# ---- block 1 ----
**Block 1: metal 3**

Scale: 4 px per um.
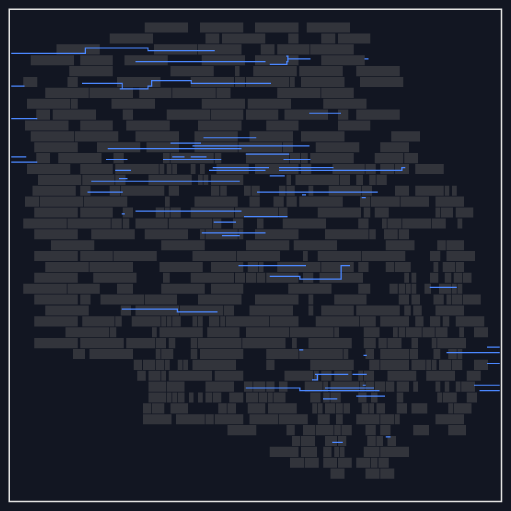

--- src/rtl/uart_tx_fifo.sv ---
// Buffered UART transmitter: FIFO in front of a framed serialiser.
// Frame format (data bits, parity, stop bits, bit time) set by parameters.
module uart_tx_fifo #(
  parameter int CYCLES_PER_BIT = 4,
  parameter int DATA_BITS      = 8,
  parameter int FIFO_DEPTH     = 16,
  parameter int PARITY         = 0,
  parameter int STOP_BITS      = 1
) (
  input  logic                          clk,
  input  logic                          resetn,
  input  logic [DATA_BITS-1:0]          in_data,
  input  logic                          in_valid,
  output logic                          in_ready,
  output logic                          out_tx,
  output logic                          out_busy,
  output logic [$clog2(FIFO_DEPTH):0]   out_count,
  output logic                          out_full,
  output logic                          out_empty,
  output logic                          out_frame_done
);

  localparam int AW = $clog2(FIFO_DEPTH);
  localparam int CW = AW + 1;
  localparam int BW = $clog2(CYCLES_PER_BIT);

  localparam logic [BW-1:0] LP_BIT_LAST  = BW'(CYCLES_PER_BIT - 1);
  localparam logic [BW-1:0] LP_DONE_AT   = BW'(CYCLES_PER_BIT - 2);
  localparam logic [3:0]    LP_DATA_LAST = 4'(DATA_BITS - 1);
  localparam logic [3:0]    LP_STOP_LAST = 4'(STOP_BITS - 1);
  localparam logic [CW-1:0] LP_DEPTH     = CW'(FIFO_DEPTH);

  typedef enum logic [2:0] {
    S_IDLE,
    S_START,
    S_DATA,
    S_PARITY,
    S_STOP
  } state_t;

  logic [DATA_BITS-1:0] r_mem [FIFO_DEPTH];
  logic [AW-1:0]        r_wptr;
  logic [AW-1:0]        r_rptr;
  logic [CW-1:0]        r_count;

  state_t               r_state;
  logic [BW-1:0]        r_cnt;
  logic [3:0]           r_bit;
  logic [DATA_BITS-1:0] r_shift;
  logic                 r_par;
  logic                 r_tx;
  logic                 r_done;

  logic                 w_push;
  logic                 w_pop;
  logic                 w_bit_end;
  logic                 w_stop_end;
  logic [DATA_BITS-1:0] w_head;

  assign out_full   = (r_count == LP_DEPTH);
  assign out_empty  = (r_count == '0);
  assign in_ready   = resetn & ~out_full;
  assign out_count  = r_count;
  assign out_tx     = r_tx;
  assign out_busy   = (r_state != S_IDLE);
  assign out_frame_done = r_done;

  assign w_push     = in_valid & in_ready;
  assign w_head     = r_mem[r_rptr];
  assign w_bit_end  = (r_cnt == LP_BIT_LAST);
  assign w_stop_end = (r_state == S_STOP) && w_bit_end &&
                      (r_bit == LP_STOP_LAST);
  assign w_pop      = ~out_empty &&
                      ((r_state == S_IDLE) || w_stop_end);

  // FIFO storage; in_ready is low in reset so nothing is written then
  always_ff @(posedge clk) begin
    if (w_push) r_mem[r_wptr] <= in_data;
  end

  // FIFO pointers and occupancy
  always_ff @(posedge clk) begin
    if (!resetn) begin
      r_wptr  <= '0;
      r_rptr  <= '0;
      r_count <= '0;
    end else begin
      if (w_push) r_wptr <= r_wptr + 1'b1;
      if (w_pop)  r_rptr <= r_rptr + 1'b1;
      unique case ({w_push, w_pop})
        2'b10:   r_count <= r_count + 1'b1;
        2'b01:   r_count <= r_count - 1'b1;
        default: r_count <= r_count;
      endcase
    end
  end

  // Frame serialiser; tx and done are registered with the state
  always_ff @(posedge clk) begin
    if (!resetn) begin
      r_state <= S_IDLE;
      r_cnt   <= '0;
      r_bit   <= '0;
      r_shift <= '0;
      r_par   <= 1'b0;
      r_tx    <= 1'b1;
      r_done  <= 1'b0;
    end else begin
      r_done <= 1'b0;
      if (w_pop) begin
        r_state <= S_START;
        r_cnt   <= '0;
        r_bit   <= '0;
        r_shift <= w_head;
        r_par   <= (PARITY == 1) ? ~^w_head : ^w_head;
        r_tx    <= 1'b0;
      end else begin
        unique case (r_state)
          S_IDLE: r_tx <= 1'b1;
          S_START: begin
            if (w_bit_end) begin
              r_state <= S_DATA;
              r_cnt   <= '0;
              r_bit   <= '0;
              r_tx    <= r_shift[0];
            end else r_cnt <= r_cnt + 1'b1;
          end
          S_DATA: begin
            if (w_bit_end) begin
              r_cnt <= '0;
              if (r_bit == LP_DATA_LAST) begin
                r_bit <= '0;
                if (PARITY != 0) begin
                  r_state <= S_PARITY;
                  r_tx    <= r_par;
                end else begin
                  r_state <= S_STOP;
                  r_tx    <= 1'b1;
                end
              end else begin
                r_bit   <= r_bit + 1'b1;
                r_shift <= r_shift >> 1;
                r_tx    <= r_shift[1];
              end
            end else r_cnt <= r_cnt + 1'b1;
          end
          S_PARITY: begin
            if (w_bit_end) begin
              r_state <= S_STOP;
              r_cnt   <= '0;
              r_bit   <= '0;
              r_tx    <= 1'b1;
            end else r_cnt <= r_cnt + 1'b1;
          end
          S_STOP: begin
            if (r_cnt == LP_DONE_AT && r_bit == LP_STOP_LAST)
              r_done <= 1'b1;
            if (w_bit_end) begin
              r_cnt <= '0;
              if (r_bit == LP_STOP_LAST) begin
                r_state <= S_IDLE;
                r_tx    <= 1'b1;
              end else r_bit <= r_bit + 1'b1;
            end else r_cnt <= r_cnt + 1'b1;
          end
          default: begin
            r_state <= S_IDLE;
            r_tx    <= 1'b1;
          end
        endcase
      end
    end
  end

endmodule

--- config.mk ---
export PLATFORM = sky130hd
export DESIGN_NAME = uart_tx_fifo
export DESIGN_NICKNAME = d
export VERILOG_FILES = /design/src/rtl/uart_tx_fifo.sv
export SDC_FILE = /design/constraint.sdc
export NUM_CORES = 1
export LEC_CHECK = 0
export CAP_MARGIN = 20
export CORE_MARGIN = 3
export CORE_UTILIZATION = 50
export CTS_BUF_LIST = sky130_fd_sc_hd__clkbuf_4
export DETAILED_ROUTE_END_ITERATION = 6
export GPL_ROUTABILITY_DRIVEN = 0
export GPL_TIMING_DRIVEN = 0
export PLACE_DENSITY = 0.73
export SYNTH_ARGS = -nofsm -noshare
export SYNTH_HDL_FRONTEND = slang
export SYNTH_SLANG_ARGS = --single-unit
--- constraint.sdc ---
create_clock -name clk -period 5.2 [get_ports clk]
set_clock_uncertainty 0.15 [all_clocks]
set_input_delay 0.52 -clock clk [delete_from_list [all_inputs] [get_ports clk]]
set_output_delay 0.52 -clock clk [all_outputs]
set_load 0.005 [all_outputs]
# ---- block 2 ----
`config.mk`:
```
export PLATFORM = sky130hd
export DESIGN_NAME = load_store_unit
export DESIGN_NICKNAME = d
export VERILOG_FILES = /design/src/rtl/load_store_unit.sv
export SDC_FILE = /design/constraint.sdc
export NUM_CORES = 1
export LEC_CHECK = 0
export CORE_AREA = 5 5 87 169
export CTS_BUF_LIST = sky130_fd_sc_hd__clkbuf_16
export DETAILED_ROUTE_END_ITERATION = 8
export DIE_AREA = 0 0 92 174
export PLACE_DENSITY = 0.82
export SLEW_MARGIN = 20
export SYNTH_ARGS = -nofsm -noshare
export SYNTH_HDL_FRONTEND = slang
export SYNTH_SLANG_ARGS = --single-unit
export TNS_END_PERCENT = 10
```
`constraint.sdc`:
```
create_clock -name clock -period 3 [get_ports clock]
set_input_delay 0.45 -clock clock [delete_from_list [all_inputs] [get_ports clock]]
set_output_delay 0.45 -clock clock [all_outputs]
set_load 0.05 [all_outputs]
```
`src/rtl/load_store_unit.sv`:
```
// Memory-stage load/store initiator: funct3 decode, data memory sequencing, load extension.
// Define LSU_MISALIGN_EN to split misaligned half/word accesses into byte accesses.
module load_store_unit #(
  parameter int ADDR_W = 32,
  parameter int DATA_W = 32
) (
  input  logic              clock,
  input  logic              reset,
  input  logic              req_valid,
  output logic              req_ready,
  input  logic              req_write,
  input  logic [2:0]        req_funct3,
  input  logic [ADDR_W-1:0] req_addr,
  input  logic [DATA_W-1:0] req_wdata,
  output logic              resp_valid,
  input  logic              resp_ready,
  output logic [DATA_W-1:0] resp_rdata,
  output logic              resp_err,
  output logic [ADDR_W-1:0] mem_address,
  output logic              mem_read_write,
  output logic [1:0]        mem_access_size,
  output logic [DATA_W-1:0] mem_data_in,
  input  logic [DATA_W-1:0] mem_data_out
);

  typedef enum logic [1:0] {
    IDLE   = 2'd0,
    ACCESS = 2'd1,
`ifdef LSU_MISALIGN_EN
    SPLIT  = 2'd2,
`endif
    RESP   = 2'd3
  } state_t;

  state_t     state;
  logic [2:0] f3_q;
  logic       err_q;
  logic       illegal;
  logic       misaligned;

  assign req_ready = (state == IDLE);

  assign illegal = (req_funct3[1:0] == 2'b11) || (req_funct3[2:1] == 2'b11) ||
                   (req_write && req_funct3[2]);
  assign misaligned = ((req_funct3[1:0] == 2'b01) && req_addr[0]) ||
                      ((req_funct3[1:0] == 2'b10) && (req_addr[1:0] != 2'b00));

  function automatic logic [DATA_W-1:0] extend(input logic [2:0] f, input logic [DATA_W-1:0] w);
    case (f)
      3'b000:  extend = {{(DATA_W-8){w[7]}}, w[7:0]};
      3'b001:  extend = {{(DATA_W-16){w[15]}}, w[15:0]};
      3'b100:  extend = {{(DATA_W-8){1'b0}}, w[7:0]};
      3'b101:  extend = {{(DATA_W-16){1'b0}}, w[15:0]};
      default: extend = w;
    endcase
  endfunction

`ifdef LSU_MISALIGN_EN
  logic [ADDR_W-1:0] addr_q;
  logic [DATA_W-1:0] wdata_q;
  logic [DATA_W-1:0] asm_q;
  logic [DATA_W-1:0] asm_next;
  logic [1:0]        cnt;
  logic [1:0]        cnt_nxt;
  logic              split_last;

  assign cnt_nxt    = cnt + 2'd1;
  assign split_last = (f3_q[1:0] == 2'b01) ? (cnt == 2'd1) : (cnt == 2'd3);

  always_comb begin
    asm_next = asm_q;
    asm_next[8*cnt +: 8] = mem_data_out[7:0];
  end
`endif

  always_ff @(posedge clock or posedge reset) begin
    if (reset) begin
      state           <= IDLE;
      f3_q            <= '0;
      err_q           <= 1'b0;
      resp_valid      <= 1'b0;
      resp_rdata      <= '0;
      resp_err        <= 1'b0;
      mem_address     <= '0;
      mem_read_write  <= 1'b0;
      mem_access_size <= 2'd0;
      mem_data_in     <= '0;
`ifdef LSU_MISALIGN_EN
      addr_q          <= '0;
      wdata_q         <= '0;
      asm_q           <= '0;
      cnt             <= 2'd0;
`endif
    end else begin
      case (state)
        IDLE: begin
          if (req_valid) begin
            f3_q <= req_funct3;
            // Errors still spend one cycle in ACCESS (memory idle) so all responses share latency.
            if (illegal) begin
              err_q <= 1'b1;
              state <= ACCESS;
            end
`ifdef LSU_MISALIGN_EN
            else if (misaligned) begin
              err_q           <= 1'b0;
              addr_q          <= req_addr;
              wdata_q         <= req_wdata;
              asm_q           <= '0;
              cnt             <= 2'd0;
              mem_address     <= req_addr;
              mem_access_size <= 2'd0;
              mem_read_write  <= req_write;
              mem_data_in     <= {{(DATA_W-8){1'b0}}, req_wdata[7:0]};
              state           <= SPLIT;
            end
`else
            else if (misaligned) begin
              err_q <= 1'b1;
              state <= ACCESS;
            end
`endif
            else begin
              err_q           <= 1'b0;
              mem_address     <= req_addr;
              mem_access_size <= req_funct3[1:0];
              mem_read_write  <= req_write;
              mem_data_in     <= req_wdata;
              state           <= ACCESS;
            end
          end
        end
        ACCESS: begin
          resp_err        <= err_q;
          resp_rdata      <= (err_q || mem_read_write) ? '0 : extend(f3_q, mem_data_out);
          resp_valid      <= 1'b1;
          mem_read_write  <= 1'b0;
          mem_access_size <= 2'd0;
          state           <= RESP;
        end
`ifdef LSU_MISALIGN_EN
        SPLIT: begin
          asm_q <= asm_next;
          if (split_last) begin
            resp_err        <= 1'b0;
            resp_rdata      <= mem_read_write ? '0 : extend(f3_q, asm_next);
            resp_valid      <= 1'b1;
            mem_read_write  <= 1'b0;
            mem_access_size <= 2'd0;
            state           <= RESP;
          end else begin
            cnt         <= cnt_nxt;
            mem_address <= addr_q + {{(ADDR_W-2){1'b0}}, cnt_nxt};
            mem_data_in <= {{(DATA_W-8){1'b0}}, wdata_q[8*cnt_nxt +: 8]};
          end
        end
`endif
        RESP: begin
          if (resp_ready) begin
            resp_valid <= 1'b0;
            state      <= IDLE;
          end
        end
        default: state <= IDLE;
      endcase
    end
  end

endmodule

```
# ---- block 3 ----
`config.mk`:
```
export PLATFORM = sky130hd
export DESIGN_NAME = usb_fs_tx_flat
export DESIGN_NICKNAME = d
export VERILOG_FILES = /design/src/rtl/usb_fs_tx_if.sv /design/src/rtl/usb_fs_tx.sv /design/src/flat_wrapper.sv
export SDC_FILE = /design/constraint.sdc
export NUM_CORES = 1
export LEC_CHECK = 0
export CAP_MARGIN = 30
export CORE_MARGIN = 2
export CORE_UTILIZATION = 35
export CTS_BUF_LIST = sky130_fd_sc_hd__clkbuf_8
export DETAILED_ROUTE_END_ITERATION = 10
export SLEW_MARGIN = 20
export SYNTH_ARGS = -nofsm -noshare
export SYNTH_HDL_FRONTEND = slang
export SYNTH_SLANG_ARGS = --single-unit
```
`constraint.sdc`:
```
create_clock -name clk_48 -period 3 [get_ports clk_48]
set_input_delay 0.45 -clock clk_48 [delete_from_list [all_inputs] [get_ports clk_48]]
set_output_delay 0.45 -clock clk_48 [all_outputs]
set_load 0.02 [all_outputs]
```
`src/rtl/usb_fs_tx_if.sv`:
```
// usb_fs_tx_if: byte handshake and pad-control bundle for the full-speed USB transmitter.
// The packet layer owns the master side and the transmitter owns the slave side.
// Optional macro USB_TX_ABORT_EN adds the tx_abort request line.
interface usb_fs_tx_if;
    logic       tx_valid;
    logic [7:0] tx_data;
`ifdef USB_TX_ABORT_EN
    logic       tx_abort;
`endif
    logic       tx_strobe;
    logic       tx_busy;
    logic       tx_en;
    logic       tx_j;
    logic       tx_se0;

    modport master (
        output tx_valid,
        output tx_data,
`ifdef USB_TX_ABORT_EN
        output tx_abort,
`endif
        input  tx_strobe,
        input  tx_busy,
        input  tx_en,
        input  tx_j,
        input  tx_se0
    );

    modport slave (
        input  tx_valid,
        input  tx_data,
`ifdef USB_TX_ABORT_EN
        input  tx_abort,
`endif
        output tx_strobe,
        output tx_busy,
        output tx_en,
        output tx_j,
        output tx_se0
    );
endinterface

```
`src/rtl/usb_fs_tx.sv`:
```
// usb_fs_tx: full-speed USB serial transmitter.
// Sends SYNC, NRZI-encoded bit-stuffed data bytes and EOP on the pad controls,
// one USB bit every CLKS_PER_BIT cycles of the 48 MHz clock.
// Bytes are fetched from the interface while the 8th bit of SYNC or of the current
// byte goes out, so the next byte follows with no gap.
// Optional macro USB_TX_ABORT_EN: tx_abort ends the packet with a run of 7 ones
// (a deliberate stuff error) followed by a normal EOP.
module usb_fs_tx #(
    parameter int CLKS_PER_BIT = 4
) (
    input  logic       clk_48,
    input  logic       rst_n,
    usb_fs_tx_if.slave bus
);
    localparam int PW = (CLKS_PER_BIT > 2) ? $clog2(CLKS_PER_BIT) : 1;
    localparam logic [PW-1:0] PHASE_LAST = PW'(CLKS_PER_BIT - 1);
    localparam logic [PW-1:0] PHASE_ONE  = PW'(1);

    typedef enum logic [2:0] {
        IDLE,
        SYNC,
        DATA,
        EOP_SE0,
        EOP_J
`ifdef USB_TX_ABORT_EN
        , ABORT
`endif
    } state_t;

    state_t        state_q;
    logic [PW-1:0] phase_q;
    logic [7:0]    hold_q;
    logic [2:0]    bitIdx_q;
    logic [2:0]    ones_q;
    logic          last_q;
    logic          txEn_q;
    logic          txJ_q;
    logic          txSe0_q;
    logic          txStrobe_q;
    logic          txBusy_q;

    logic          bitEnd;
    logic          curBit;

    assign bitEnd = (phase_q == PHASE_LAST);
    assign curBit = hold_q[bitIdx_q];

    assign bus.tx_en     = txEn_q;
    assign bus.tx_j      = txJ_q;
    assign bus.tx_se0    = txSe0_q;
    assign bus.tx_strobe = txStrobe_q;
    assign bus.tx_busy   = txBusy_q;

    // Packet sequencer: bit timer, NRZI/stuffing encoder, byte fetch and EOP, all registered.
    always_ff @(posedge clk_48) begin
        if (!rst_n) begin
            state_q    <= IDLE;
            phase_q    <= '0;
            hold_q     <= '0;
            bitIdx_q   <= '0;
            ones_q     <= '0;
            last_q     <= 1'b0;
            txEn_q     <= 1'b0;
            txJ_q      <= 1'b1;
            txSe0_q    <= 1'b0;
            txStrobe_q <= 1'b0;
            txBusy_q   <= 1'b0;
        end else begin
            txStrobe_q <= 1'b0;
            if (state_q != IDLE) begin
                phase_q <= bitEnd ? '0 : phase_q + PHASE_ONE;
            end
            case (state_q)
                IDLE: begin
                    if (bus.tx_valid) begin
                        // First SYNC bit (a 0) is launched right away: J toggles to K.
                        state_q  <= SYNC;
                        phase_q  <= '0;
                        txEn_q   <= 1'b1;
                        txBusy_q <= 1'b1;
                        txJ_q    <= 1'b0;
                        txSe0_q  <= 1'b0;
                        hold_q   <= 8'h80;
                        bitIdx_q <= 3'd1;
                        ones_q   <= '0;
                        last_q   <= 1'b0;
                    end
                end
                SYNC, DATA: begin
`ifdef USB_TX_ABORT_EN
                    if (bus.tx_abort) begin
                        state_q  <= ABORT;
                        phase_q  <= '0;
                        bitIdx_q <= '0;
                    end else
`endif
                    if (bitEnd) begin
                        if (ones_q == 3'd6) begin
                            // Stuffed zero: toggle, clear the run, keep the data index.
                            txJ_q  <= ~txJ_q;
                            ones_q <= '0;
                        end else if (last_q) begin
                            state_q  <= EOP_SE0;
                            txSe0_q  <= 1'b1;
                            bitIdx_q <= '0;
                        end else begin
                            if (curBit) begin
                                ones_q <= ones_q + 3'd1;
                            end else begin
                                txJ_q  <= ~txJ_q;
                                ones_q <= '0;
                            end
                            bitIdx_q <= bitIdx_q + 3'd1;
                            if (bitIdx_q == 3'd7) begin
                                // Bit 7 is on its way out, so the holding register is free.
                                state_q <= DATA;
                                if (bus.tx_valid) begin
                                    hold_q     <= bus.tx_data;
                                    txStrobe_q <= 1'b1;
                                end else begin
                                    last_q <= 1'b1;
                                end
                            end
                        end
                    end
                end
`ifdef USB_TX_ABORT_EN
                ABORT: begin
                    if (bitEnd) begin
                        if (bitIdx_q == 3'd6) begin
                            state_q  <= EOP_SE0;
                            txSe0_q  <= 1'b1;
                            bitIdx_q <= '0;
                        end else begin
                            bitIdx_q <= bitIdx_q + 3'd1;
                        end
                    end
                end
`endif
                EOP_SE0: begin
                    if (bitEnd) begin
                        if (bitIdx_q == 3'd0) begin
                            bitIdx_q <= 3'd1;
                        end else begin
                            state_q <= EOP_J;
                            txSe0_q <= 1'b0;
                            txJ_q   <= 1'b1;
                        end
                    end
                end
                EOP_J: begin
                    if (bitEnd) begin
                        state_q  <= IDLE;
                        txEn_q   <= 1'b0;
                        txBusy_q <= 1'b0;
                        txJ_q    <= 1'b1;
                    end
                end
                default: begin
                    state_q <= IDLE;
                end
            endcase
        end
    end
endmodule

```
`src/flat_wrapper.sv`:
```
// flat-port wrapper written by rule: the top's interface ports become plain ports
module usb_fs_tx_flat 
#(
    parameter int CLKS_PER_BIT = 4
)
  (clk_48, rst_n, bus_tx_valid, bus_tx_data, bus_tx_strobe, bus_tx_busy, bus_tx_en, bus_tx_j, bus_tx_se0);
  usb_fs_tx_if bus_i ();
  input  logic clk_48;
  input  logic rst_n;
  input wire logic [$bits(bus_i.tx_valid)-1:0] bus_tx_valid;
  input wire logic [$bits(bus_i.tx_data)-1:0] bus_tx_data;
  output wire logic [$bits(bus_i.tx_strobe)-1:0] bus_tx_strobe;
  output wire logic [$bits(bus_i.tx_busy)-1:0] bus_tx_busy;
  output wire logic [$bits(bus_i.tx_en)-1:0] bus_tx_en;
  output wire logic [$bits(bus_i.tx_j)-1:0] bus_tx_j;
  output wire logic [$bits(bus_i.tx_se0)-1:0] bus_tx_se0;
  assign bus_i.tx_valid = bus_tx_valid;
  assign bus_i.tx_data = bus_tx_data;
  assign bus_tx_strobe = bus_i.tx_strobe;
  assign bus_tx_busy = bus_i.tx_busy;
  assign bus_tx_en = bus_i.tx_en;
  assign bus_tx_j = bus_i.tx_j;
  assign bus_tx_se0 = bus_i.tx_se0;
  usb_fs_tx #(.CLKS_PER_BIT(CLKS_PER_BIT)) u_core (.clk_48(clk_48), .rst_n(rst_n), .bus(bus_i));
endmodule
```
# ---- block 4 ----
## config.mk

```make
export PLATFORM = sky130hd
export DESIGN_NAME = mem_port_arbiter
export DESIGN_NICKNAME = d
export VERILOG_FILES = /design/src/rtl/mem_port_arbiter.sv
export SDC_FILE = /design/constraint.sdc
export NUM_CORES = 1
export LEC_CHECK = 0
export CORE_AREA = 2 2 112 114
export DETAILED_ROUTE_END_ITERATION = 8
export DIE_AREA = 0 0 114 116
export SYNTH_ARGS = -nofsm -noshare
export SYNTH_HDL_FRONTEND = slang
export SYNTH_SLANG_ARGS = --single-unit
```

## constraint.sdc

```tcl
create_clock -name clk -period 3.53 [get_ports clk]
set_input_delay 1.059 -clock clk [delete_from_list [all_inputs] [get_ports clk]]
set_output_delay 1.059 -clock clk [all_outputs]
set_load 0.02 [all_outputs]
```

## src/rtl/mem_port_arbiter.sv

```systemverilog
// mem_port_arbiter
//   Shares one single-port unified memory between CPU instruction fetch (IF)
//   and load/store (LS). At most one command per cycle, 1-cycle read return.
//   LS has fixed priority. After STARVE_LIMIT consecutive IF losses, IF is
//   forced to win the next contended cycle.
// Ports
//   clk, rst                       clock (rising), async active-high reset
//   if_req/if_addr                 fetch request, held until if_gnt
//   if_gnt/if_rvalid/if_rdata      fetch grant (comb), return at T+1
//   ls_req/ls_we/ls_be/ls_addr/ls_wdata   load/store request, held until ls_gnt
//   ls_gnt/ls_rvalid/ls_rdata      load/store grant (comb), load return at T+1
//   mem_en/we/be/addr/wdata        memory command (comb from the winner)
//   mem_rdata                      memory read data, 1 cycle after read cmd
//   if_stall_cnt                   saturating count of IF waiting cycles
module mem_port_arbiter #(
  parameter int AW           = 32,
  parameter int DW           = 32,
  parameter int STARVE_LIMIT = 4,
  parameter int CNT_W        = 16
) (
  input  logic              clk,
  input  logic              rst,
  input  logic              if_req,
  input  logic [AW-1:0]     if_addr,
  output logic              if_gnt,
  output logic              if_rvalid,
  output logic [DW-1:0]     if_rdata,
  input  logic              ls_req,
  input  logic              ls_we,
  input  logic [DW/8-1:0]   ls_be,
  input  logic [AW-1:0]     ls_addr,
  input  logic [DW-1:0]     ls_wdata,
  output logic              ls_gnt,
  output logic              ls_rvalid,
  output logic [DW-1:0]     ls_rdata,
  output logic              mem_en,
  output logic              mem_we,
  output logic [DW/8-1:0]   mem_be,
  output logic [AW-1:0]     mem_addr,
  output logic [DW-1:0]     mem_wdata,
  input  logic [DW-1:0]     mem_rdata,
  output logic [CNT_W-1:0]  if_stall_cnt
);

  localparam int BW = DW / 8;
  localparam int SW = (STARVE_LIMIT < 1) ? 1 : $clog2(STARVE_LIMIT + 1);
  localparam logic [SW-1:0] STARVE_MAX = SW'(STARVE_LIMIT);

  // Owner of the read data returning next cycle.
  localparam logic [1:0] OWN_NONE = 2'd0;
  localparam logic [1:0] OWN_IF   = 2'd1;
  localparam logic [1:0] OWN_LS   = 2'd2;

  logic [1:0]       r_owner;
  logic [SW-1:0]    r_starve;
  logic [CNT_W-1:0] r_stall;

  logic w_force_if;
  logic w_if_win;

  // r_starve==STARVE_MAX is the FORCE_IF state; below it is NORMAL.
  // With STARVE_LIMIT=0 the counter is pinned at 0, so IF always wins.
  assign w_force_if = (r_starve == STARVE_MAX);
  assign w_if_win   = if_req & (~ls_req | w_force_if);

  // Grants are masked during reset so nothing reaches memory.
  assign if_gnt = ~rst & w_if_win;
  assign ls_gnt = ~rst & ls_req & ~w_if_win;

  always_comb begin
    mem_en    = 1'b0;
    mem_we    = 1'b0;
    mem_be    = '0;
    mem_addr  = '0;
    mem_wdata = '0;
    if (if_gnt) begin
      mem_en   = 1'b1;
      mem_be   = '1;
      mem_addr = if_addr;
    end else if (ls_gnt) begin
      mem_en    = 1'b1;
      mem_we    = ls_we;
      mem_be    = ls_we ? ls_be : {BW{1'b1}};
      mem_addr  = ls_addr;
      mem_wdata = ls_we ? ls_wdata : '0;
    end
  end

  always_ff @(posedge clk or posedge rst) begin
    if (rst) begin
      r_owner  <= OWN_NONE;
      r_starve <= '0;
      r_stall  <= '0;
    end else begin
      // Stores produce no return, so they tag NONE like an idle cycle.
      if (if_gnt)               r_owner <= OWN_IF;
      else if (ls_gnt && !ls_we) r_owner <= OWN_LS;
      else                      r_owner <= OWN_NONE;

      if (!if_req || if_gnt)
        r_starve <= '0;
      else if (ls_gnt && r_starve != STARVE_MAX)
        r_starve <= r_starve + 1'b1;

      if (if_req && !if_gnt && r_stall != {CNT_W{1'b1}})
        r_stall <= r_stall + 1'b1;
    end
  end

  assign if_rvalid    = (r_owner == OWN_IF);
  assign ls_rvalid    = (r_owner == OWN_LS);
  assign if_rdata     = if_rvalid ? mem_rdata : '0;
  assign ls_rdata     = ls_rvalid ? mem_rdata : '0;
  assign if_stall_cnt = r_stall;

endmodule

```


==> layout pictures side by side <==
Metal 3.
(a)
Scale: 8 px per um.
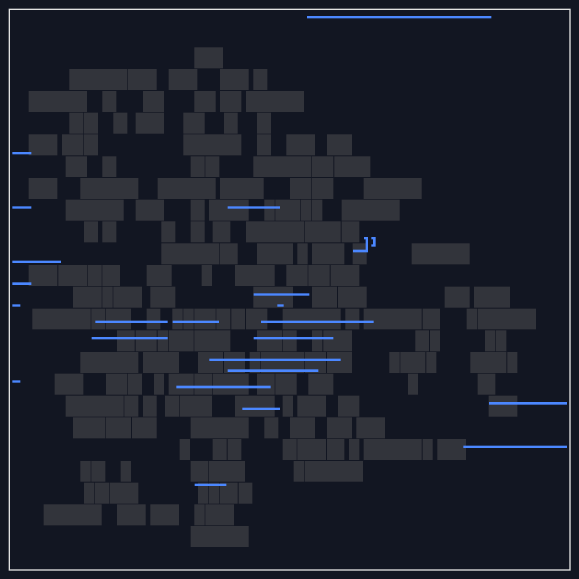
(b)
Scale: 4 px per um.
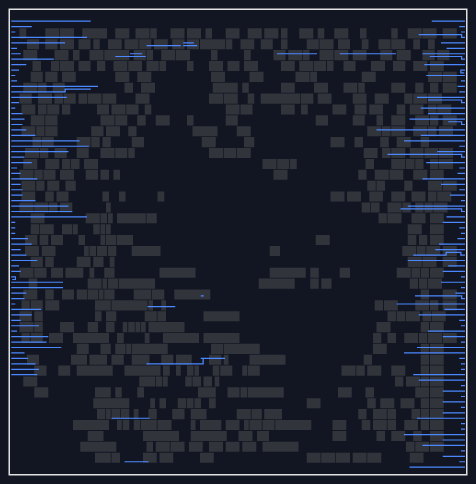
(c)
Scale: 4 px per um.
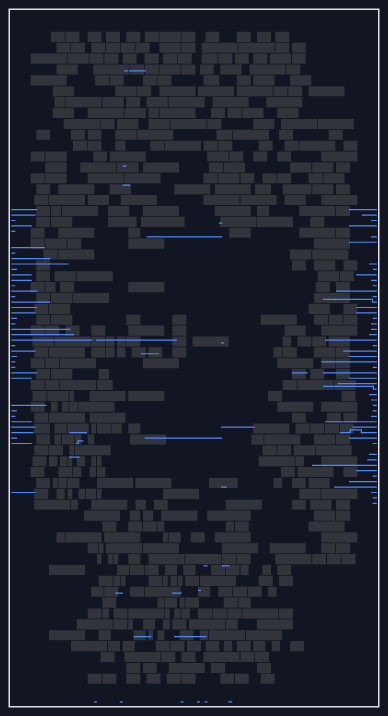
The one with the largest die is (c).
(a) comes from block 3.
(c) comes from block 2.
(b) comes from block 4.

Key to (c):
main direction: horizontal
share of all routed wire: 4.4%
wire length on this layer: 555 um
nets with wire on the layer: 104

**Block 4: metal 2**

Scale: 4 px per um.
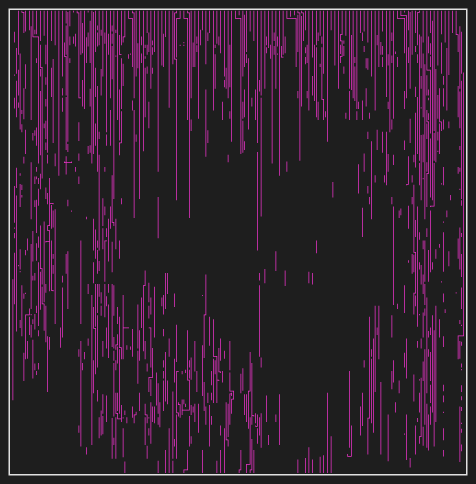
nets with wire on the layer: 607
longest straight run: 65.8 um
Via Count: 3138
met2 usage: 30.0%
WL final: 12.2 mm

==> results.yml, block 4 <==
# physical design summary
outcome:
  status: "finished, final reports clean"
clock_network:
  numCtsBuffers: 3
  cts_htree_levels: 1
layout:
  fin_area_sq_um: 5220
  flop-count: 21
  top_area_cell_class: "non-clock buffers"
  comb_share_pct: 29.2
power_and_ir_drop:
  p_comb_uw: 616
  comb_power_share_pct: 51.9
  switchingPower_uw: 416
  p_seq_uw: 327
  p_clk_share_pct: 20.5
  ir_drop_mv: 0.189
sta:
  post-route-period-util_pct: 97.2
  slew_violations: 0
  rsz0062_at_grt: "false"
  finalWorstSetupSlack_ps: 100
  setup_viol: 0
  post-route-min-period_ps: 3430
setup_path:
  timing.rr.end: "if_stall_cnt[15]$_DFFE_PP0P_"
  end_kind: "output pin"
  crit_path_max_fanout: 39
  crit_path_start_kind: "input port"
  arrival_ps: 2370
place:
  dp_hpwl_mm: 10.1
  routabilityCongestion: 0.779
  place_area_sq_um: 5300
synthesis:
  avgSynthCellArea_sq_um: 7.93
  synth_top_area_share_pct: 24.8
  synthCells: 267
  compound_area_share_pct: 16.7
  ff_type: "dfrtp_1"
route:
  routed_via_density: 4.44
  wl_per_cell_um: 17.3
  ant_nets: 0
  drc: 0
  drt_iter0_markers: 149
  wl_met3_mm: 1.05
job:
  warnings: 27
global_routing:
  grt_busiest_layer: "met2"
  grt_max_degree: 40
  grt_pass1_vias: 3119
die:
  die_area_sq_um: 13200
  taps: 147
min_path:
  hold_path_class: "reg -> reg"
==> block 4: registers in the layout, summed over array words and instances (netlist names) <==
| register | cells |
|---|---|
| if_stall_cnt | 16 |
| r_owner | 2 |
| r_starve | 3 |
==> block 4: logic make-up after synthesis <==
group                      Yosys count
DFF                                 21
AOI/OAI and AO/OA                   44
xor gates and xnor gates            10
buffers and inverters               29
and+or+nand+nor                    152
muxes                                8
adders and majority gates            3
==> block 4: per-stage QoR <==
step / total power [mW] / std cells
final: 1.19 / 706
after floorplan: 0.583 / 267
after detailed placement: 0.979 / 698
after global routing: 1.26 / 706
after CTS: 1.21 / 706
after global placement: 0.974 / 698
==> block 4: cells in the final DEF, fill, tap and decap left out, types with 8 or more instances in the layout <==
master / n
nand2_1: 15
clkbuf_2: 30
nor2_1: 8
dfrtp_1: 21
dlygate4sd2_1: 36
xor2_1: 8
and3_1: 32
buf_4: 17
clkdlybuf4s50_1: 215
nor3_1: 8
and2_1: 65
o21ai_0: 9
a22o_1: 27
==> block 4: critical path, cell delays in order <==
cell and delay [ps]:
dlygate4sd2_1 270, nand3_1 110, nand3_2 90, inv_2 90
buf_12 210, and3_1 180, dlygate4sd2_1 360
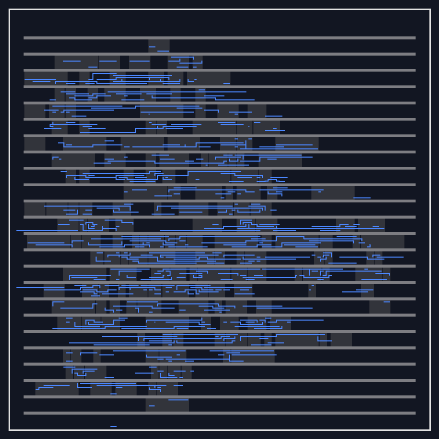
**Above:** block 3 (the metal 1 layer).
Scale: 6 px per um. Supply wires on this layer in gray.
nets with wire on the layer: 184
longest straight run: 24.4 um
main direction: horizontal
wire length on this layer: 1700 um
share of all routed wire: 49%
WL final: 3.44 mm
Via Count: 1345
met1 Usage GRT: 20.1%

==> results.yml, block 3 <==
# physical design summary
outcome:
  status: "finished, final reports clean"
layout:
  nClkBuffers: 4
  clk_share_pct: 3.22
  buffers: 16
  flop-count: 24
sta:
  tightest_slew_ps: 925
  clock_skew_ps: 7.87
synthesis:
  adder_share_pct: 5.60
  syn_area_sq_um: 1520
  avgSynthCellArea_sq_um: 8.59
clock_network:
  numCtsBuffers: 3
  clk_pin_slew_ps: 80
  clock_sinks: 24
route:
  wl_met2_mm: 1.51
  met1_length_mm: 1.70
  routed_via_density: 5.72
  wl_met3_um: 169
  top_layer: "met4"
die:
  die_y_um: 69.9
  fp_util_pct: 37.2
setup_path:
  crit_start: "u_core.bitIdx_q[1]$_SDFFE_PN0P_"
  timing.rr.end: "u_core.hold_q[4]$_SDFFE_PN0P_"
  reg2reg_from: "u_core.bitIdx_q[1]$_SDFFE_PN0P_"
  critPathMaxStageDelay_ps: 520
power_and_ir_drop:
  p_total_uw: 723
## block 3: worst min-delay path by stage
stage | from | endpoint | slack, ps | cells past startpoint
after global placement | u_core.hold_q[0]$_SDFFE_PN0P_ | u_core.hold_q[0]$_SDFFE_PN0P_ | 470 | 2
after detailed placement | u_core.hold_q[5]$_SDFFE_PN0P_ | u_core.hold_q[5]$_SDFFE_PN0P_ | 470 | 2
after floorplan | u_core.hold_q[7]$_SDFFE_PN0P_ | u_core.hold_q[7]$_SDFFE_PN0P_ | 460 | 2
after CTS | u_core.hold_q[5]$_SDFFE_PN0P_ | u_core.hold_q[5]$_SDFFE_PN0P_ | 480 | 2
final | u_core.hold_q[5]$_SDFFE_PN0P_ | u_core.hold_q[5]$_SDFFE_PN0P_ | 480 | 2
after global routing | u_core.hold_q[5]$_SDFFE_PN0P_ | u_core.hold_q[5]$_SDFFE_PN0P_ | 510 | 2
## block 3: power by group
group,leakage [nW],total [mW],internal [mW],switching (mW)
logic,0.385,0.143,0.0669,0.0760
clock network,0.0288,0.230,0.118,0.113
registers,0.195,0.350,0.332,0.0180
total,0.609,0.723,0.517,0.206
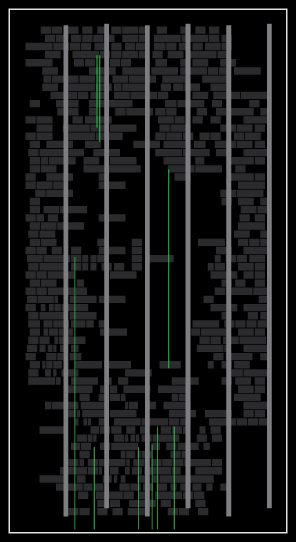
**Above:** block 2 (metal 4).
Scale: 3 px per um. Supply wires on this layer in gray.
share of all routed wire: 2.8%
longest straight run: 90.4 um
wire length on this layer: 359 um
Via Count: 3288
WL final: 12.7 mm

==> results.yml, block 2 <==
# physical design summary
route:
  drt_pass1_iterations: 4
  drc: 0
  routed_via_density: 4.94
global_routing:
  grt_max_degree: 40
  grt_overflow: 0
synthesis:
  synthMuxAreaShare_pct: 21.5
  synthCells: 300
  avgSynthCellArea_sq_um: 15.0
  netlist_logic_family_top: "multiplexers"
  adder_share_pct: 0
  ys_seq_share_pct: 59.6
sta:
  finalWorstSetupSlack_ps: 724
  relSlewSlack_pct: 44.7
  tightest_slew_ps: 827
  setup_viol: 0
setup_path:
  crit_path_max_fanout: 30
  crit_path_start_kind: "input port"
  crit_buf_inv: 2
  crit_slowest_cell: "or4_4"
clock_network:
  cts_hold_buf: 0
  clk_latency_ps: 330
  post-cts-setup-buffers: 0
  clk_pin_slew_ps: 70
power_and_ir_drop:
  seqPwrFrac_pct: 28.3
  p_comb_mw: 5.09
  p_seq_mw: 2.50
  switchingPower_mw: 4.04
layout:
  buffers: 216
  fin_area_sq_um: 7070
  nonClkBufAreaFrac_pct: 30.7
  area_growth_pct: 57.2
  layout_top_cell: "clkdlybuf4s50_1"
  num_antenna_cells: 0
die:
  placementRows: 60
  io_pins: 206
  taps: 155
place:
  routabilityCongestion: 0.820
outcome:
  status: "finished, final reports clean"
## block 2: worst paths after layout
check | start | end | slack [ps] | cells after the start
worst max-delay path | req_addr[0] | mem_data_in[27]$_DFFE_PP0P_ | 720 | 5
worst min-delay path | resp_rdata[26]$_DFFE_PP0N_ | resp_rdata[26]$_DFFE_PP0N_ | 490 | 1
worst max register to register | state[1]$_DFFE_PP0P_ | mem_data_in[27]$_DFFE_PP0P_ | 940 | 4
worst min register to register | resp_rdata[26]$_DFFE_PP0N_ | resp_rdata[26]$_DFFE_PP0N_ | 490 | 1
max in group asynchronous | reset | err_q$_DFFE_PP0P_ | 1740 | 3
min in group asynchronous | reset | mem_address[6]$_DFFE_PP0P_ | 620 | 2
## block 2: layer usage
metal / wire length, um / vias to the layer above
li1: - / 1492
met1: 4700 / 1649
met2: 7090 / 125
met3: 554 / 22
met4: 359 / 0
met5: 0 / -
## block 2: metrics by stage
| step | util (%) | instances | total power, mW |
|---|---|---|---|
| final | 52.9 | 666 | 8.86 |
| after CTS | 52.9 | 666 | 8.95 |
| after floorplan | - | 300 | 5.86 |
| after global placement | 50.5 | 651 | 7.53 |
| after detailed placement | 50.5 | 651 | 7.65 |
| after global routing | 52.9 | 666 | 9.24 |
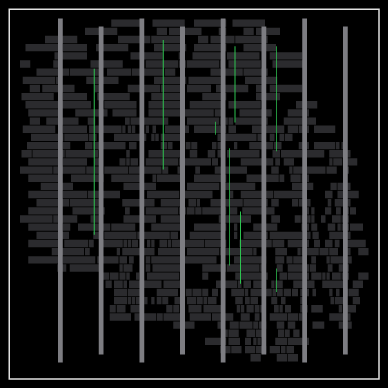
**Above:** block 1 (metal 4).
Scale: 3 px per um. Supply wires on this layer in gray.
main direction: vertical
longest straight run: 55.1 um
wire length on this layer: 232 um
Via Count: 3819
WL final: 13.2 mm

Notes on 'metal 3' of block 1 above:
wire length on this layer: 696 um
longest straight run: 36.8 um
main direction: horizontal
met3 GRT Util: 4.56%

==> results.yml, block 1 <==
# physical design summary
outcome:
  status: "finished, final reports clean"
power_and_ir_drop:
  ir_drop_mv: 0.194
  seqPwrFrac_pct: 50.9
  p_comb_uw: 823
  power.internal_mw: 2.13
clock_network:
  clk_latency_ps: 560
  clockBufferDepth: 2
  cts_htree_levels: 4
  numCtsBuffers: 17
global_routing:
  grt_pass1_vias: 3874
route:
  drt_pass1_iterations: 5
place:
  port_buffers: 20
  place_area_sq_um: 7260
setup_path:
  crit_required_ps: 5510
  timing.rr.end: "out_count[4]$_SDFFE_PN0P_"
  reg2reg_from: "r_cnt[0]$_SDFFE_PP0P_"
  crit_end: "out_count[4]$_SDFFE_PN0P_"
  path_cells: "ha_1 > buf_4 > and4bb_1 > o221a_1 > buf_6 > ha_1 > clkbuf_1 > xor2_1 > ha_1 > nand2_1 > o221a_2 > or4_1 > and3_1"
job:
  warnings: 31
die:
  core_area_sq_um: 13300
layout:
  layout_top_cell: "edfxtp_1"
  finalNetCount: 498
  largest_register_ff_count: 128
min_path:
  hold_path_class: "in -> reg"
==> block 1: worst min-delay path, cell delays in order <==
cell and delay (ps):
buf_2 170, nand3b_1 100, o211ai_1 70
==> block 1: routing by layer <==
layer  wire length (um)  part of all wire, %  GRT usage [%]
met1               5440                   41           24.0
met2               6830                   52           32.0
met3                695                  5.3           4.56
met4                231                  1.8           7.21
met5                  0                    0              0
==> block 1: layout make-up <==
class,count,area (sq um),area share [%]
Clock buffer,18,135,1.80
Multi-Input combinational cell,235,2100,28.0
Inverter,9,33.8,0.450
Buffer,24,115,1.53
Timing Repair Buffer,24,225,3.00
Clock inverter,13,110,1.47
Tap cell,176,220,2.94
Sequential cell,164,4560,60.8
==> block 1: cells by family (layout without fill, tap and decap cells) <==
kind of cell	Yosys count	after routing	share of synthesized area, %
AND/OR/NAND/NOR	115	115	9.53
XOR/XNOR	11	11	1.41
buffers and inverters	33	88	2.19
multiplexers	37	37	11.3
flip-flops	164	164	67.0
AND-OR/OR-AND	60	60	6.34
adder cells (fa/ha/maj)	12	12	2.20

# ---- block 5 ----
File: src/rtl/program_sequencer.sv
// Run-control FSM: launches a selected program on the core, watches pc for its done address
// and acknowledges on completion or cycle-budget timeout. Optional step mode: PROGRAM_SEQUENCER_STEP_EN.
module program_sequencer #(
  parameter int unsigned           PC_BITS     = 10,
  parameter int unsigned           NUM_PROGS   = 3,
  parameter logic [4*PC_BITS-1:0]  START_ADDRS = {10'd0, 10'd0, 10'd0, 10'd0},
  parameter logic [4*PC_BITS-1:0]  DONE_ADDRS  = {10'd0, 10'd0, 10'd0, 10'd23},
  parameter int unsigned           CNT_BITS    = 16,
  parameter logic [CNT_BITS-1:0]   MAX_CYCLES  = 16'd50000
) (
  input  logic                clock,
  input  logic                reset_n,
  input  logic                req,
  input  logic [1:0]          prog_sel,
  input  logic [PC_BITS-1:0]  pc,
  output logic                start,
  output logic [PC_BITS-1:0]  start_addr,
  output logic                busy,
  output logic                ack,
  output logic                timeout,
  output logic [CNT_BITS-1:0] cycle_count,
  output logic                sel_err
`ifdef PROGRAM_SEQUENCER_STEP_EN
  ,
  input  logic                step,
  output logic                stall
`endif
);

  localparam logic [2:0]          NumProgs  = 3'(NUM_PROGS);
  localparam logic [CNT_BITS-1:0] LastCycle = MAX_CYCLES - 1'b1;

  typedef enum logic [2:0] {StIdle, StLoad, StRun, StDone, StTout} state_e;

  state_e             state_q;
  logic               req_q;
  logic               first_q;
  logic [PC_BITS-1:0] done_addr_q;

  logic                req_rise;
  logic                sel_ok;
  logic                advance;
  logic                match;
  logic                budget;
  logic                finish;
  logic [CNT_BITS-1:0] count_inc;

  assign req_rise  = req & ~req_q;
  assign sel_ok    = {1'b0, prog_sel} < NumProgs;
  // The core only executes on cycles where stall is low, so only those cycles are counted.
`ifdef PROGRAM_SEQUENCER_STEP_EN
  assign advance   = ~stall;
`else
  assign advance   = 1'b1;
`endif
  // First RUN cycle is excluded so a program whose start equals its done address still runs.
  assign match     = ~first_q & (pc == done_addr_q);
  assign budget    = (cycle_count == LastCycle);
  assign finish    = advance & (match | budget);
  assign count_inc = (&cycle_count) ? cycle_count : cycle_count + 1'b1;

  always_ff @(posedge clock) begin
    if (!reset_n) begin
      state_q     <= StIdle;
      req_q       <= 1'b0;
      first_q     <= 1'b0;
      done_addr_q <= '0;
      start       <= 1'b0;
      start_addr  <= '0;
      busy        <= 1'b0;
      ack         <= 1'b0;
      timeout     <= 1'b0;
      cycle_count <= '0;
      sel_err     <= 1'b0;
`ifdef PROGRAM_SEQUENCER_STEP_EN
      stall       <= 1'b0;
`endif
    end else begin
      req_q <= req;
      unique case (state_q)
        StIdle: begin
          if (req_rise) begin
            if (sel_ok) begin
              state_q     <= StLoad;
              start       <= 1'b1;
              busy        <= 1'b1;
              start_addr  <= START_ADDRS[prog_sel*PC_BITS +: PC_BITS];
              done_addr_q <= DONE_ADDRS[prog_sel*PC_BITS +: PC_BITS];
              cycle_count <= '0;
              timeout     <= 1'b0;
              sel_err     <= 1'b0;
            end else begin
              sel_err <= 1'b1;
            end
          end
        end
        StLoad: begin
          state_q <= StRun;
          start   <= 1'b0;
          first_q <= 1'b1;
`ifdef PROGRAM_SEQUENCER_STEP_EN
          stall   <= ~step;
`endif
        end
        StRun: begin
`ifdef PROGRAM_SEQUENCER_STEP_EN
          stall <= ~step & ~finish;
`endif
          if (advance) begin
            first_q <= 1'b0;
            if (match) begin
              state_q     <= StDone;
              busy        <= 1'b0;
              ack         <= 1'b1;
              cycle_count <= count_inc;
            end else if (budget) begin
              state_q <= StTout;
              busy    <= 1'b0;
              ack     <= 1'b1;
              timeout <= 1'b1;
            end else begin
              cycle_count <= count_inc;
            end
          end
        end
        StDone, StTout: begin
          if (!req) begin
            state_q <= StIdle;
            ack     <= 1'b0;
          end
        end
        default: state_q <= StIdle;
      endcase
    end
  end

endmodule

File: config.mk
export PLATFORM = sky130hd
export DESIGN_NAME = program_sequencer
export DESIGN_NICKNAME = d
export VERILOG_FILES = /design/src/rtl/program_sequencer.sv
export SDC_FILE = /design/constraint.sdc
export NUM_CORES = 1
export LEC_CHECK = 0
export ABC_CLOCK_PERIOD_IN_PS = 1800
export CAP_MARGIN = 25
export CORE_AREA = 3 3 81 60
export CTS_BUF_LIST = sky130_fd_sc_hd__clkbuf_16
export DETAILED_ROUTE_END_ITERATION = 7
export DIE_AREA = 0 0 84 63
export PLACE_DENSITY_LB_ADDON = 0.25
export SYNTH_ARGS = -nofsm -noshare
export SYNTH_HDL_FRONTEND = slang
export SYNTH_SLANG_ARGS = --single-unit
File: constraint.sdc
create_clock -name clock -period 1.8 [get_ports clock]
set_clock_uncertainty 0.15 [all_clocks]
set_input_delay 0.18 -clock clock [delete_from_list [all_inputs] [get_ports clock]]
set_output_delay 0.18 -clock clock [all_outputs]
set_load 0.01 [all_outputs]
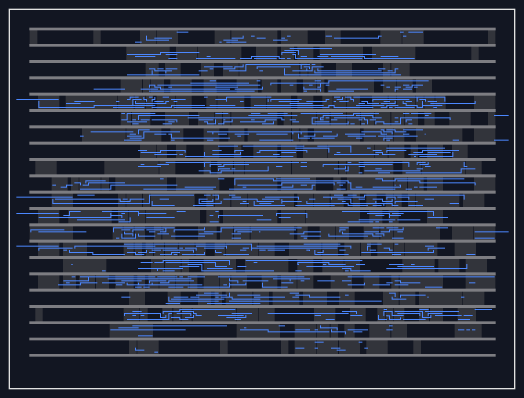
**Above:** block 5 (the metal 1 layer).
Scale: 6 px per um. Supply wires on this layer in gray.
longest straight run: 25.8 um
wire length on this layer: 2460 um
share of all routed wire: 46%
nets with wire on the layer: 278
main direction: horizontal
WL final: 5.36 mm
met1 Usage GRT: 27.3%

[power breakdown]
group | internal (mW) | leakage, nW | switching [mW]
combinational | 0.388 | 0.742 | 0.459
sequential | 0.653 | 0.223 | 0.0365
clock | 0.300 | 0.0409 | 0.217
total | 1.34 | 1.01 | 0.713
[state kept, by name, summed over array words and instances (netlist names)]
register / count
ack: 1
busy: 1
cycle_count: 16
done_addr_q: 1
first_q: 1
req_q: 1
sel_err: 1
start: 1
state_q: 3
timeout: 1
[worst max-delay path: stages, from the launching register on]
cell and delay, ps:
dfxtp_2 320, or4b_4 540, nor4_4 320, buf_4 180
o211ai_1 130, a221oi_2 270, a2111oi_2 50
[cell usage after synthesis, types with 3 or more instances]
cell type	count
dfxtp_1	27
nand2_1	20
a31oi_1	17
nor2_1	15
a21oi_1	10
buf_4	10
nor3_1	10
clkbuf_1	8
nand3_1	7
nand4_1	7
a211oi_1	5
and2_1	4
and3_1	4
and4_1	4
inv_1	4
o211ai_1	4
o21ai_0	4
o21ai_1	4
mux2i_1	3
nor4_1	3
[timing repair]
action                                  in CTS  in global routing
gates resized                                8                 19
endpoints found under the setup margin      22                 24
hold buffers                                 0                  0
pin swaps                                   14                 16
setup buffers                                4                  1
==> results.yml <==
# physical design summary
power_and_ir_drop:
  ir_drop_mv: 0.670
  leakage_nw: 1.01
sta:
  setup_viol: 22
  finalWorstSetupSlack_ps: -279
  rsz0062_at_grt: "true"
  whs_ps: 326
die:
  taps: 55
  die_w_um: 84
clock_network:
  cts_tree: "built"
  cts_htree_levels: 1
outcome:
  failed_checks: "negative setup slack"
  status: "finished with violations"
synthesis:
  ys_warn_count: 0
  yosysCellCount: 205
  netlist_logic_family_top: "simple AND/OR/NAND/NOR gates"
min_path:
  hold_path_class: "reg -> reg"
layout:
  flop-count: 27
  logic_area_sq_um: 1180
  instances_no_fill: 346
route:
  vias: 1894
global_routing:
  antenna_found_initial: 0


==> layout pictures side by side <==
Clock distribution.
panel A
Scale: 3 px per um.
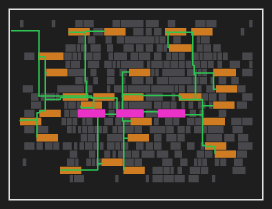
panel B
Scale: 4 px per um.
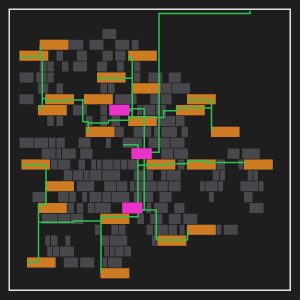
panel C
Scale: 2 px per um.
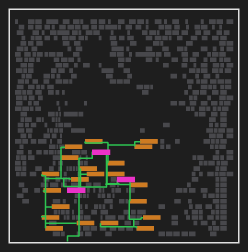
block 5: panel A
block 4: panel C
block 3: panel B

Key to panel A:
[clock drivers] magenta | count: 3
[flip-flops] orange | count: 27
[clock wires] green | length: 374 um
routed clock nets: 4

No activity file was given, so power comes from the tool's default toggle rates.
